=== block 1 ===
File: src/rtl/rr_sel_arbiter.sv
// Registered 4-way round-robin arbiter feeding a 2-to-4 decoder select.
// Guarantees fair rotation, bounded hold time and an idle cycle between owners.
module rr_sel_arbiter #(
   parameter int unsigned MAX_HOLD = 8
) (
   input  logic       clk,
   input  logic       rst_n,
   input  logic [3:0] req,
   input  logic       done,
   output logic [1:0] sel,
   output logic       gnt_valid,
   output logic       timeout
);

   localparam int unsigned   CW        = (MAX_HOLD > 1) ? $clog2(MAX_HOLD + 1) : 1;
   localparam logic [CW-1:0] HOLD_LAST = (MAX_HOLD == 0) ? '0 : CW'(MAX_HOLD - 1);
   localparam logic [CW-1:0] CNT_MAX   = '1;

   typedef enum logic {
      IDLE,
      GRANT
   } state_t;

   state_t        state;
   logic [1:0]    ptr;
   logic [CW-1:0] hold_cnt;

   logic [1:0]    winner;
   logic [1:0]    idx;
   logic          any_req;
   logic          rel_done;
   logic          rel_wd;
   logic          rel_to;
   logic          release_now;

   // First requester at or after ptr, wrapping modulo 4.
   always_comb begin
      winner  = ptr;
      idx     = ptr;
      any_req = 1'b0;
      for (int unsigned i = 0; i < 4; i++) begin
         idx = ptr + 2'(i);
         if (!any_req && req[idx]) begin
            winner  = idx;
            any_req = 1'b1;
         end
      end
   end

   always_comb begin
      rel_done    = done;
      rel_wd      = !req[sel];
      rel_to      = (MAX_HOLD != 0) && (hold_cnt == HOLD_LAST);
      release_now = rel_done | rel_wd | rel_to;
   end

   always_ff @(posedge clk or negedge rst_n) begin
      if (!rst_n) begin
         state     <= IDLE;
         sel       <= '0;
         gnt_valid <= 1'b0;
         timeout   <= 1'b0;
         ptr       <= '0;
         hold_cnt  <= '0;
      end else begin
         timeout <= 1'b0;
         case (state)
            IDLE: begin
               if (any_req) begin
                  sel       <= winner;
                  gnt_valid <= 1'b1;
                  hold_cnt  <= '0;
                  state     <= GRANT;
               end
            end
            GRANT: begin
               if (release_now) begin
                  gnt_valid <= 1'b0;
                  ptr       <= sel + 2'd1;
                  timeout   <= rel_to & ~rel_done & ~rel_wd;
                  state     <= IDLE;
               end else if (hold_cnt != CNT_MAX) begin
                  // Saturates so an unlimited hold can never wrap.
                  hold_cnt <= hold_cnt + CW'(1);
               end
            end
            default: state <= IDLE;
         endcase
      end
   end

endmodule

File: config.mk
export PLATFORM = sky130hd
export DESIGN_NAME = rr_sel_arbiter
export DESIGN_NICKNAME = d
export VERILOG_FILES = /design/src/rtl/rr_sel_arbiter.sv
export SDC_FILE = /design/constraint.sdc
export NUM_CORES = 1
export LEC_CHECK = 0
export ABC_AREA = 1
export CELL_PAD_IN_SITES_DETAIL_PLACEMENT = 1
export CELL_PAD_IN_SITES_GLOBAL_PLACEMENT = 1
export CORE_UTILIZATION = 40
export CTS_CLUSTER_DIAMETER = 150
export CTS_CLUSTER_SIZE = 30
export DETAILED_ROUTE_END_ITERATION = 6
export HOLD_SLACK_MARGIN = 0.1
export PLACE_DENSITY_LB_ADDON = 0.1
export SLEW_MARGIN = 40
export SYNTH_ARGS = -nofsm -noshare
export SYNTH_HDL_FRONTEND = slang
export SYNTH_SLANG_ARGS = --single-unit
export TNS_END_PERCENT = 5
File: constraint.sdc
create_clock -name clk -period 3.2 [get_ports clk]
set_clock_uncertainty 0.2 [all_clocks]
set_input_delay 0.64 -clock clk [delete_from_list [all_inputs] [get_ports clk]]
set_output_delay 0.64 -clock clk [all_outputs]
set_load 0.02 [all_outputs]
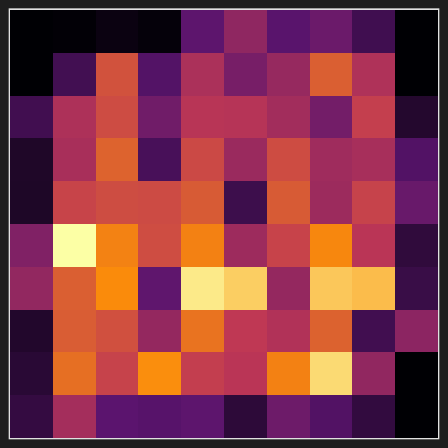
Fig. 1. Cell density map (block 1).
The die is cut into 10 by 10 equal tiles; black is low, pale yellow is high, 0 to 100% covered.
mean over tiles	40%
nearly empty tiles	8.0%
tiles over 75% full	7.0%

==> impl_metrics.tcl <==
# flow metrics
set metrics [dict create \
    status "completed" \
    sw_frac_of_total 0.535 \
    ys_seq_share 0.324 \
    post-route-util 0.488 \
    fin_nets 154 \
    syn2layout_area_growth_pct 13.8 \
    nMultiInputCombCells 106 \
    final_area_sq_um 967 \
    crit_buf_inv 1 \
    cts_made_buffers 3 \
    drt_wl_total_microns 2070 \
    met1_length_microns 1100 \
    worst-path-max-fanout 8 \
    gp_congestion 0.784 \
    register_area_sq_um 275 \
    routed.top_layer "met4" \
    vias_per_cell 4.90 \
    ys_area_sq_um 850 \
    mux_share 0 \
    cts-htree-levels 1 \
    drc 0 \
    nClkBuffers 4 \
    postRouteAntennaNets 0 \
    buffers 10 \
    end_kind "output pin" \
    num_rows 16 \
]
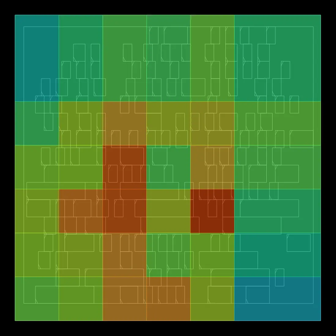
Fig. 2. Routing congestion map (block 1).
M3 GR Usage: 0.0566
GRT Overall Usage: 0.214
grt peak-use layer: met1
DR WL/cell: 12.0 microns


=== block 2 ===
[config.mk]
export PLATFORM = sky130hd
export DESIGN_NAME = fir_channel_scheduler
export DESIGN_NICKNAME = d
export VERILOG_FILES = /design/src/rtl/fir_sched_pkg.sv /design/src/rtl/fir_wait_timer.sv /design/src/rtl/fir_channel_scheduler.sv
export SDC_FILE = /design/constraint.sdc
export NUM_CORES = 1
export LEC_CHECK = 0
export CORE_MARGIN = 1.5
export CORE_UTILIZATION = 47
export CTS_CLUSTER_SIZE = 40
export DETAILED_ROUTE_END_ITERATION = 8
export PLACE_DENSITY = 0.8
export RECOVER_POWER = 50
export SLEW_MARGIN = 15
export SYNTH_ARGS = -nofsm -noshare
export SYNTH_HDL_FRONTEND = slang
export SYNTH_SLANG_ARGS = --single-unit
export TNS_END_PERCENT = 1
[constraint.sdc]
create_clock -name i_ck -period 2.3 [get_ports i_ck]
set_input_delay 0.69 -clock i_ck [delete_from_list [all_inputs] [get_ports i_ck]]
set_output_delay 0.69 -clock i_ck [all_outputs]
set_load 0.05 [all_outputs]
[src/rtl/fir_sched_pkg.sv]
// +--------------------------------------------------------------------------+
// | fir_sched_pkg -- shared state encoding and channel selects for the FIR   |
// | channel scheduler.                                        Rev 1.0        |
// +--------------------------------------------------------------------------+
`default_nettype none

package fir_sched_pkg;

   typedef enum logic [2:0] {
      S_IDLE   = 3'd0,
      S_RUN_L  = 3'd1,
      S_WAIT_L = 3'd2,
      S_RUN_R  = 3'd3,
      S_WAIT_R = 3'd4,
      S_WRITE  = 3'd5
   } state_t;

   localparam logic CH_LEFT  = 1'b0;
   localparam logic CH_RIGHT = 1'b1;

endpackage

`default_nettype wire

[src/rtl/fir_wait_timer.sv]
// +--------------------------------------------------------------------------+
// | fir_wait_timer -- clearable wait counter, flags when it reaches TIMEOUT. |
// |                                                           Rev 1.0        |
// +--------------------------------------------------------------------------+
`default_nettype none

module fir_wait_timer #(
   parameter int TIMEOUT = 1023
) (
   input  logic i_ck,
   input  logic i_rst_n,
   input  logic i_clr,
   input  logic i_en,
   output logic o_expired
);

   localparam int CNT_W = $clog2(TIMEOUT + 1);

   logic [CNT_W-1:0] r_cnt;

   // Holds at TIMEOUT rather than wrapping, so expired stays asserted until cleared.
   always_ff @(posedge i_ck) begin
      if (!i_rst_n) begin
         r_cnt <= '0;
      end else if (i_clr) begin
         r_cnt <= '0;
      end else if (i_en && !o_expired) begin
         r_cnt <= r_cnt + CNT_W'(1);
      end
   end

   assign o_expired = (r_cnt == CNT_W'(TIMEOUT));

endmodule

`default_nettype wire

[src/rtl/fir_channel_scheduler.sv]
// +--------------------------------------------------------------------------+
// | fir_channel_scheduler -- time-shares one FIR across left/right channels. |
// |                                                           Rev 1.0        |
// +--------------------------------------------------------------------------+
`default_nettype none

module fir_channel_scheduler
   import fir_sched_pkg::*;
#(
   parameter int DATA_W  = 16,
   parameter int TIMEOUT = 1023
) (
   input  logic              i_ck,
   input  logic              i_rst_n,
   input  logic              i_sample_valid,
   input  logic [DATA_W-1:0] i_sample_left,
   input  logic [DATA_W-1:0] i_sample_right,
   output logic              o_sample_read,
   input  logic              i_bypass,
   output logic [DATA_W-1:0] o_fir_in,
   output logic              o_fir_start,
   output logic              o_fir_sel,
   input  logic [DATA_W-1:0] i_fir_out,
   input  logic              i_fir_done,
   input  logic              i_write_ready,
   output logic [DATA_W-1:0] o_out_left,
   output logic [DATA_W-1:0] o_out_right,
   output logic              o_write,
   output logic              o_busy,
   output logic              o_timeout_err
);

   state_t            r_state;
   state_t            w_next;
   logic [DATA_W-1:0] r_smp_l;
   logic [DATA_W-1:0] r_smp_r;
   logic [DATA_W-1:0] r_out_l;
   logic [DATA_W-1:0] r_out_r;
   logic              r_err;
   logic              w_accept;
   logic              w_write;
   logic              w_in_run;
   logic              w_in_wait;
   logic              w_expired;

   assign w_accept  = (r_state == S_IDLE) && i_sample_valid;
   assign w_write   = (r_state == S_WRITE) && i_write_ready;
   assign w_in_run  = (r_state == S_RUN_L) || (r_state == S_RUN_R);
   assign w_in_wait = (r_state == S_WAIT_L) || (r_state == S_WAIT_R);

   fir_wait_timer #(
      .TIMEOUT (TIMEOUT)
   ) u_wait_timer (
      .i_ck      (i_ck),
      .i_rst_n   (i_rst_n),
      .i_clr     (w_in_run),
      .i_en      (w_in_wait),
      .o_expired (w_expired)
   );

   always_ff @(posedge i_ck) begin
      if (!i_rst_n) begin
         r_state <= S_IDLE;
      end else begin
         r_state <= w_next;
      end
   end

   always_comb begin
      w_next = r_state;
      case (r_state)
         S_IDLE:   if (i_sample_valid) w_next = i_bypass ? S_WRITE : S_RUN_L;
         S_RUN_L:  w_next = S_WAIT_L;
         S_WAIT_L: if (i_fir_done || w_expired) w_next = S_RUN_R;
         S_RUN_R:  w_next = S_WAIT_R;
         S_WAIT_R: if (i_fir_done || w_expired) w_next = S_WRITE;
         S_WRITE:  if (i_write_ready) w_next = S_IDLE;
         default:  w_next = S_IDLE;
      endcase
   end

   // A done arriving in the same cycle as expiry wins, so no error is flagged.
   always_ff @(posedge i_ck) begin
      if (!i_rst_n) begin
         r_smp_l <= '0;
         r_smp_r <= '0;
         r_out_l <= '0;
         r_out_r <= '0;
         r_err   <= 1'b0;
      end else begin
         if (w_accept) begin
            r_smp_l <= i_sample_left;
            r_smp_r <= i_sample_right;
            if (i_bypass) begin
               r_out_l <= i_sample_left;
               r_out_r <= i_sample_right;
            end
         end
         if (r_state == S_WAIT_L) begin
            if (i_fir_done) begin
               r_out_l <= i_fir_out;
            end else if (w_expired) begin
               r_out_l <= '0;
               r_err   <= 1'b1;
            end
         end
         if (r_state == S_WAIT_R) begin
            if (i_fir_done) begin
               r_out_r <= i_fir_out;
            end else if (w_expired) begin
               r_out_r <= '0;
               r_err   <= 1'b1;
            end
         end
      end
   end

   always_comb begin
      o_sample_read = w_accept && i_rst_n;
      o_write       = w_write;
      o_busy        = (r_state != S_IDLE);
      o_fir_start   = 1'b0;
      o_fir_in      = '0;
      o_fir_sel     = CH_LEFT;
      case (r_state)
         S_RUN_L: begin
            o_fir_start = 1'b1;
            o_fir_in    = r_smp_l;
            o_fir_sel   = CH_LEFT;
         end
         S_WAIT_L: o_fir_sel = CH_LEFT;
         S_RUN_R: begin
            o_fir_start = 1'b1;
            o_fir_in    = r_smp_r;
            o_fir_sel   = CH_RIGHT;
         end
         S_WAIT_R: o_fir_sel = CH_RIGHT;
         default: ;
      endcase
   end

   assign o_out_left    = r_out_l;
   assign o_out_right   = r_out_r;
   assign o_timeout_err = r_err;

endmodule

`default_nettype wire

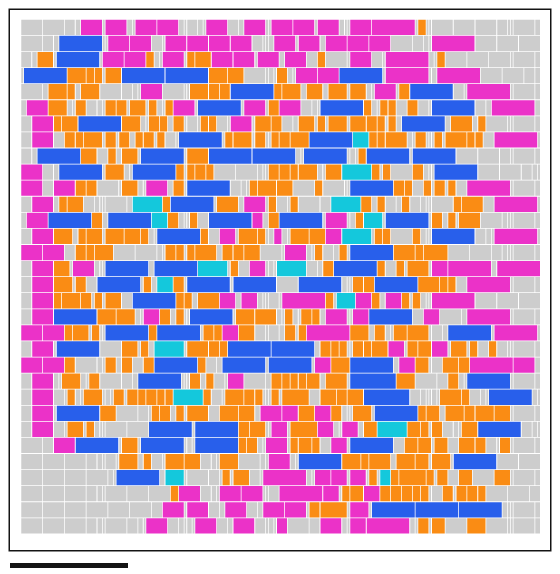
Fig. 3. Cells colored by class (block 2).
The bar under the picture is 20 microns long. Fill, decap, tap and diode cells in gray.
class	color	cells
other buffers and delay cells	magenta	140
clock drivers and dummy loads	cyan	16
flops	blue	78
combinational and other logic	orange	338
core footprint: 7650 sq um
post-route cell area: 5360 sq um
fin util: 0.701

==> impl_metrics.tcl <==
# flow metrics
set metrics [dict create \
    status "completed" \
    wl_met3_microns 615 \
    synth.most_common_cell "nand2_1" \
    post_cts_resize_count 4 \
    busiest_layer "met2" \
    slew_viol_final 0 \
    hold_buffers 0 \
    period_needed_ns 2.29 \
    grt_max_degree 37 \
    fin_cells 674 \
    met2WireLength_microns 5650 \
    cts_tree "built" \
    dominant_cells "multi-input combinational cells" \
    crit_family "buffers and inverters" \
    worstSkewPairLatency_ns 0.35 \
    gr-usage-met2 0.442 \
    p_comb_mw 2.94 \
    buffers 140 \
    p_clk_mw 0.950 \
    setup_ws_ns 0.0118 \
    timing.setup.tns_ns 0 \
    use_met1 0.351 \
    crit_path_start "i_sample_valid" \
    combPwrFrac 0.513 \
]

=== block 3 ===
Fig. 4: block 3, cell density map
The die is cut into 10 by 10 equal tiles; black is low, pale yellow is high, 0 to 100% covered.
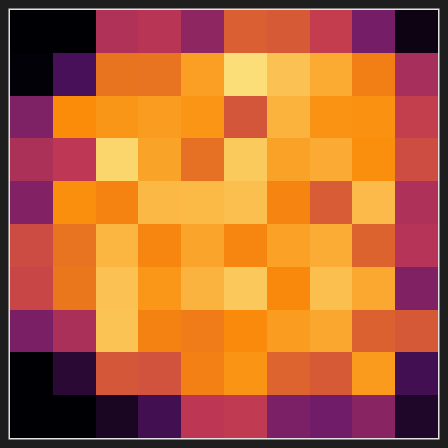
[config.mk]
export PLATFORM = sky130hd
export DESIGN_NAME = spike_decoder_flat
export DESIGN_NICKNAME = d
export VERILOG_FILES = /design/src/rtl/spike_decoder_pkg.sv /design/src/rtl/spike_decoder_if.sv /design/src/rtl/spike_counter_sat.sv /design/src/rtl/spike_decoder.sv /design/src/flat_wrapper.sv
export SDC_FILE = /design/constraint.sdc
export NUM_CORES = 1
export LEC_CHECK = 0
export ABC_AREA = 0
export CAP_MARGIN = 40
export CORE_MARGIN = 2
export CORE_UTILIZATION = 60
export DETAILED_ROUTE_END_ITERATION = 16
export PLACE_DENSITY = 0.8
export SLEW_MARGIN = 10
export SYNTH_ARGS = -nofsm -noshare
export SYNTH_HDL_FRONTEND = slang
export SYNTH_SLANG_ARGS = --single-unit
export TNS_END_PERCENT = 5
[constraint.sdc]
create_clock -name clk -period 4.1 [get_ports clk]
set_input_delay 0.82 -clock clk [delete_from_list [all_inputs] [get_ports clk]]
set_output_delay 0.82 -clock clk [all_outputs]
set_load 0.01 [all_outputs]
[src/rtl/spike_decoder_pkg.sv]
// Shared types and default sizing for the spike decoder.
// The optional count_out port is controlled by SPIKE_DECODER_COUNT_OUT_EN.
package spike_decoder_pkg;

    localparam int N_CH_DEFAULT   = 8;
    localparam int CNT_W_DEFAULT  = 8;
    localparam int WINDOW_DEFAULT = 100;

    typedef enum logic [1:0] {
        ST_IDLE,
        ST_COUNT,
        ST_ARGMAX,
        ST_DONE
    } state_t;

    // Width needed to index n items; never below one bit.
    function automatic int idx_width(input int n);
        return (n > 1) ? $clog2(n) : 1;
    endfunction

endpackage

[src/rtl/spike_decoder_if.sv]
// Start/spike/result handshake bundle between the network and the spike decoder.
interface spike_decoder_if
    import spike_decoder_pkg::*;
#(
    parameter int N_CH  = N_CH_DEFAULT,
    parameter int CNT_W = CNT_W_DEFAULT
);
    localparam int IDX_W = idx_width(N_CH);

    logic             start;
    logic [N_CH-1:0]  spike_in;
    logic             busy;
    logic             out_valid;
    logic             out_ready;
    logic [IDX_W-1:0] class_out;
    logic [CNT_W-1:0] max_count;
    logic             no_spike;

    modport master (
        output start, spike_in, out_ready,
        input  busy, out_valid, class_out, max_count, no_spike
    );

    modport slave (
        input  start, spike_in, out_ready,
        output busy, out_valid, class_out, max_count, no_spike
    );

endinterface

[src/rtl/spike_counter_sat.sv]
// Per-channel spike counter: synchronous clear, increment, saturates at all-ones.
module spike_counter_sat #(
    parameter int CNT_W = 8
) (
    input  logic             clk,
    input  logic             reset_n,
    input  logic             clear,
    input  logic             inc,
    output logic [CNT_W-1:0] count
);
    logic [CNT_W-1:0] count_reg;

    always_ff @(posedge clk) begin
        if (!reset_n || clear) begin
            count_reg <= '0;
        end else if (inc && (count_reg != '1)) begin
            count_reg <= count_reg + CNT_W'(1);
        end
    end

    assign count = count_reg;

endmodule

[src/rtl/spike_decoder.sv]
// Counts spikes per channel over a fixed window, then picks the busiest channel.
// Defining SPIKE_DECODER_COUNT_OUT_EN exposes the raw counters on count_out.
module spike_decoder
    import spike_decoder_pkg::*;
#(
    parameter int N_CH   = N_CH_DEFAULT,
    parameter int CNT_W  = CNT_W_DEFAULT,
    parameter int WINDOW = WINDOW_DEFAULT
) (
    input  logic                  clk,
    input  logic                  reset_n,
    spike_decoder_if.slave        bus
`ifdef SPIKE_DECODER_COUNT_OUT_EN
    ,
    output logic [N_CH*CNT_W-1:0] count_out
`endif
);
    localparam int IDX_W = idx_width(N_CH);
    localparam int WIN_W = idx_width(WINDOW);

    state_t           state_reg, state_next;
    logic [WIN_W-1:0] win_cnt_reg;
    logic [IDX_W-1:0] scan_idx_reg;
    logic [IDX_W-1:0] best_idx_reg;
    logic [CNT_W-1:0] best_cnt_reg;
    logic [IDX_W-1:0] class_out_reg;
    logic [CNT_W-1:0] max_count_reg;
    logic             no_spike_reg;

    logic [CNT_W-1:0] cnt [N_CH];
    logic             clear_all;
    logic             window_last;
    logic             scan_last;
    logic             take;
    logic [CNT_W-1:0] scan_cnt;
    logic [CNT_W-1:0] win_cnt;
    logic [IDX_W-1:0] win_idx;

    assign clear_all   = (state_reg == ST_IDLE) && bus.start;
    assign window_last = (win_cnt_reg == WIN_W'(WINDOW - 1));
    assign scan_last   = (scan_idx_reg == IDX_W'(N_CH - 1));
    assign scan_cnt    = cnt[scan_idx_reg];
    // Strict greater-than keeps the lowest index on ties.
    assign take        = (scan_cnt > best_cnt_reg);
    assign win_cnt     = take ? scan_cnt : best_cnt_reg;
    assign win_idx     = take ? scan_idx_reg : best_idx_reg;

    generate
        for (genvar gi = 0; gi < N_CH; gi++) begin : g_ch
            spike_counter_sat #(.CNT_W(CNT_W)) u_cnt (
                .clk     (clk),
                .reset_n (reset_n),
                .clear   (clear_all),
                .inc     ((state_reg == ST_COUNT) && bus.spike_in[gi]),
                .count   (cnt[gi])
            );
`ifdef SPIKE_DECODER_COUNT_OUT_EN
            // Counters only move in COUNT, so this is frozen through ARGMAX/DONE.
            assign count_out[gi*CNT_W +: CNT_W] = cnt[gi];
`endif
        end
    endgenerate

    always_comb begin
        state_next = state_reg;
        case (state_reg)
            ST_IDLE:   if (bus.start)     state_next = ST_COUNT;
            ST_COUNT:  if (window_last)   state_next = ST_ARGMAX;
            ST_ARGMAX: if (scan_last)     state_next = ST_DONE;
            ST_DONE:   if (bus.out_ready) state_next = ST_IDLE;
            default:                      state_next = ST_IDLE;
        endcase
    end

    always_ff @(posedge clk) begin
        if (!reset_n) begin
            state_reg     <= ST_IDLE;
            win_cnt_reg   <= '0;
            scan_idx_reg  <= '0;
            best_idx_reg  <= '0;
            best_cnt_reg  <= '0;
            class_out_reg <= '0;
            max_count_reg <= '0;
            no_spike_reg  <= 1'b0;
        end else begin
            state_reg <= state_next;
            case (state_reg)
                ST_IDLE: begin
                    win_cnt_reg  <= '0;
                    scan_idx_reg <= '0;
                end
                ST_COUNT: begin
                    win_cnt_reg  <= window_last ? '0 : win_cnt_reg + WIN_W'(1);
                    scan_idx_reg <= '0;
                    best_idx_reg <= '0;
                    best_cnt_reg <= '0;
                end
                ST_ARGMAX: begin
                    scan_idx_reg <= scan_idx_reg + IDX_W'(1);
                    best_idx_reg <= win_idx;
                    best_cnt_reg <= win_cnt;
                    // Result registers change only here, so they hold through DONE and IDLE.
                    if (scan_last) begin
                        class_out_reg <= win_idx;
                        max_count_reg <= win_cnt;
                        no_spike_reg  <= (win_cnt == '0);
                    end
                end
                default: ;
            endcase
        end
    end

    assign bus.busy      = (state_reg != ST_IDLE);
    assign bus.out_valid = (state_reg == ST_DONE);
    assign bus.class_out = class_out_reg;
    assign bus.max_count = max_count_reg;
    assign bus.no_spike  = no_spike_reg;

endmodule
[src/flat_wrapper.sv]
// flat-port wrapper written by rule: the top's interface ports become plain ports
module spike_decoder_flat import spike_decoder_pkg::*;
#(
    parameter int N_CH   = N_CH_DEFAULT,
    parameter int CNT_W  = CNT_W_DEFAULT,
    parameter int WINDOW = WINDOW_DEFAULT
)
  (clk, reset_n, bus_start, bus_spike_in, bus_out_ready, bus_busy, bus_out_valid, bus_class_out, bus_max_count, bus_no_spike);
  spike_decoder_if #(.N_CH(N_CH), .CNT_W(CNT_W)) bus_i ();
  input  logic clk;
  input  logic reset_n;
  input wire logic [$bits(bus_i.start)-1:0] bus_start;
  input wire logic [$bits(bus_i.spike_in)-1:0] bus_spike_in;
  input wire logic [$bits(bus_i.out_ready)-1:0] bus_out_ready;
  output wire logic [$bits(bus_i.busy)-1:0] bus_busy;
  output wire logic [$bits(bus_i.out_valid)-1:0] bus_out_valid;
  output wire logic [$bits(bus_i.class_out)-1:0] bus_class_out;
  output wire logic [$bits(bus_i.max_count)-1:0] bus_max_count;
  output wire logic [$bits(bus_i.no_spike)-1:0] bus_no_spike;
  assign bus_i.start = bus_start;
  assign bus_i.spike_in = bus_spike_in;
  assign bus_i.out_ready = bus_out_ready;
  assign bus_busy = bus_i.busy;
  assign bus_out_valid = bus_i.out_valid;
  assign bus_class_out = bus_i.class_out;
  assign bus_max_count = bus_i.max_count;
  assign bus_no_spike = bus_i.no_spike;
  spike_decoder #(.N_CH(N_CH), .CNT_W(CNT_W), .WINDOW(WINDOW)) u_core (.clk(clk), .reset_n(reset_n), .bus(bus_i));
endmodule
==> impl_metrics.tcl <==
# flow metrics
set metrics [dict create \
    nClkBuffers 12 \
    synthAoiAreaFrac 0.128 \
    holdCritStartpoint "u_core.best_idx_reg[0]" \
    seq_power_share 0.489 \
    met1_length_microns 4780 \
    postRouteAntennaNets 0 \
    floorplan.core_util 0.615 \
    n_antenna_cell 0 \
    die_y_microns 95.3 \
    status "completed" \
    drc 0 \
    dominant_cells "multi-input combinational cells" \
    yosys.area_share.simple 0.183 \
    cp_common_cell "nor2_1" \
    period_used_share 0.873 \
]
About Fig. 4:
tiles over 75% full	37%
emptiest ninth of the die	south-west
fullest tile	93%



==> gallery <==
Sequential cells colored by netlist name.
shot_01.png
The bar under the picture is 10 microns long. Other sequential cells in the stronger gray, the rest of the logic in the fainter gray.
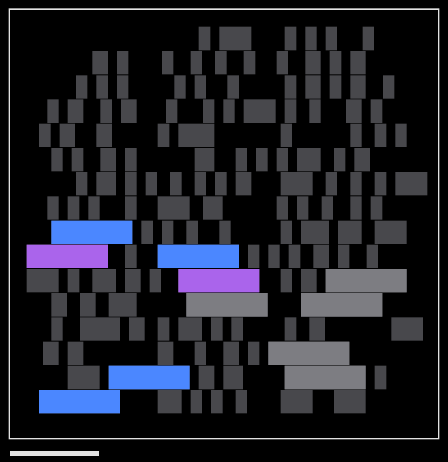
shot_02.png
The bar under the picture is 20 microns long. Other sequential cells in the stronger gray, the rest of the logic in the fainter gray.
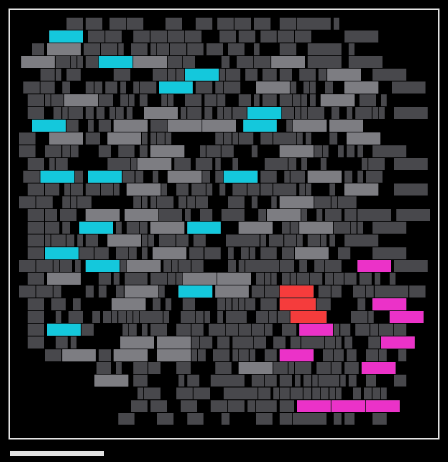
shot_03.png
The bar under the picture is 20 microns long. Other sequential cells in the stronger gray, the rest of the logic in the fainter gray.
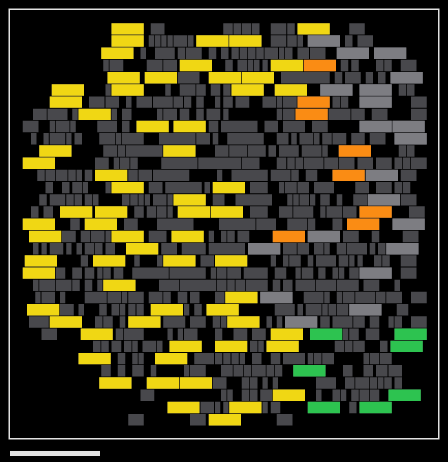
- block 2 = shot_02.png
- block 3 = shot_03.png
- block 1 = shot_01.png
Of these, fewest cells: shot_01.png
Of these, most sequential cells: shot_03.png


==> gallery <==
Routed metal, one color a layer.
(a)
The bar under the picture is 10 microns long. Only two layers are drawn.
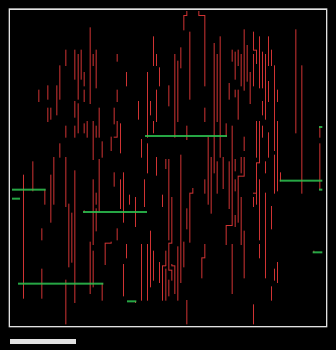
(b)
The bar under the picture is 20 microns long. Only two layers are drawn.
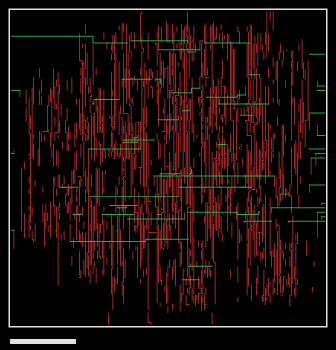
(c)
The bar under the picture is 20 microns long. Only two layers are drawn.
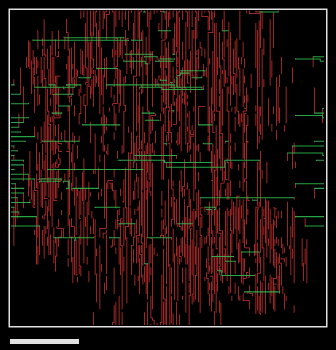
- (a) = block 1
- (b) = block 3
- (c) = block 2
The one with the least wire is (a).
The one with the smallest die is (a).

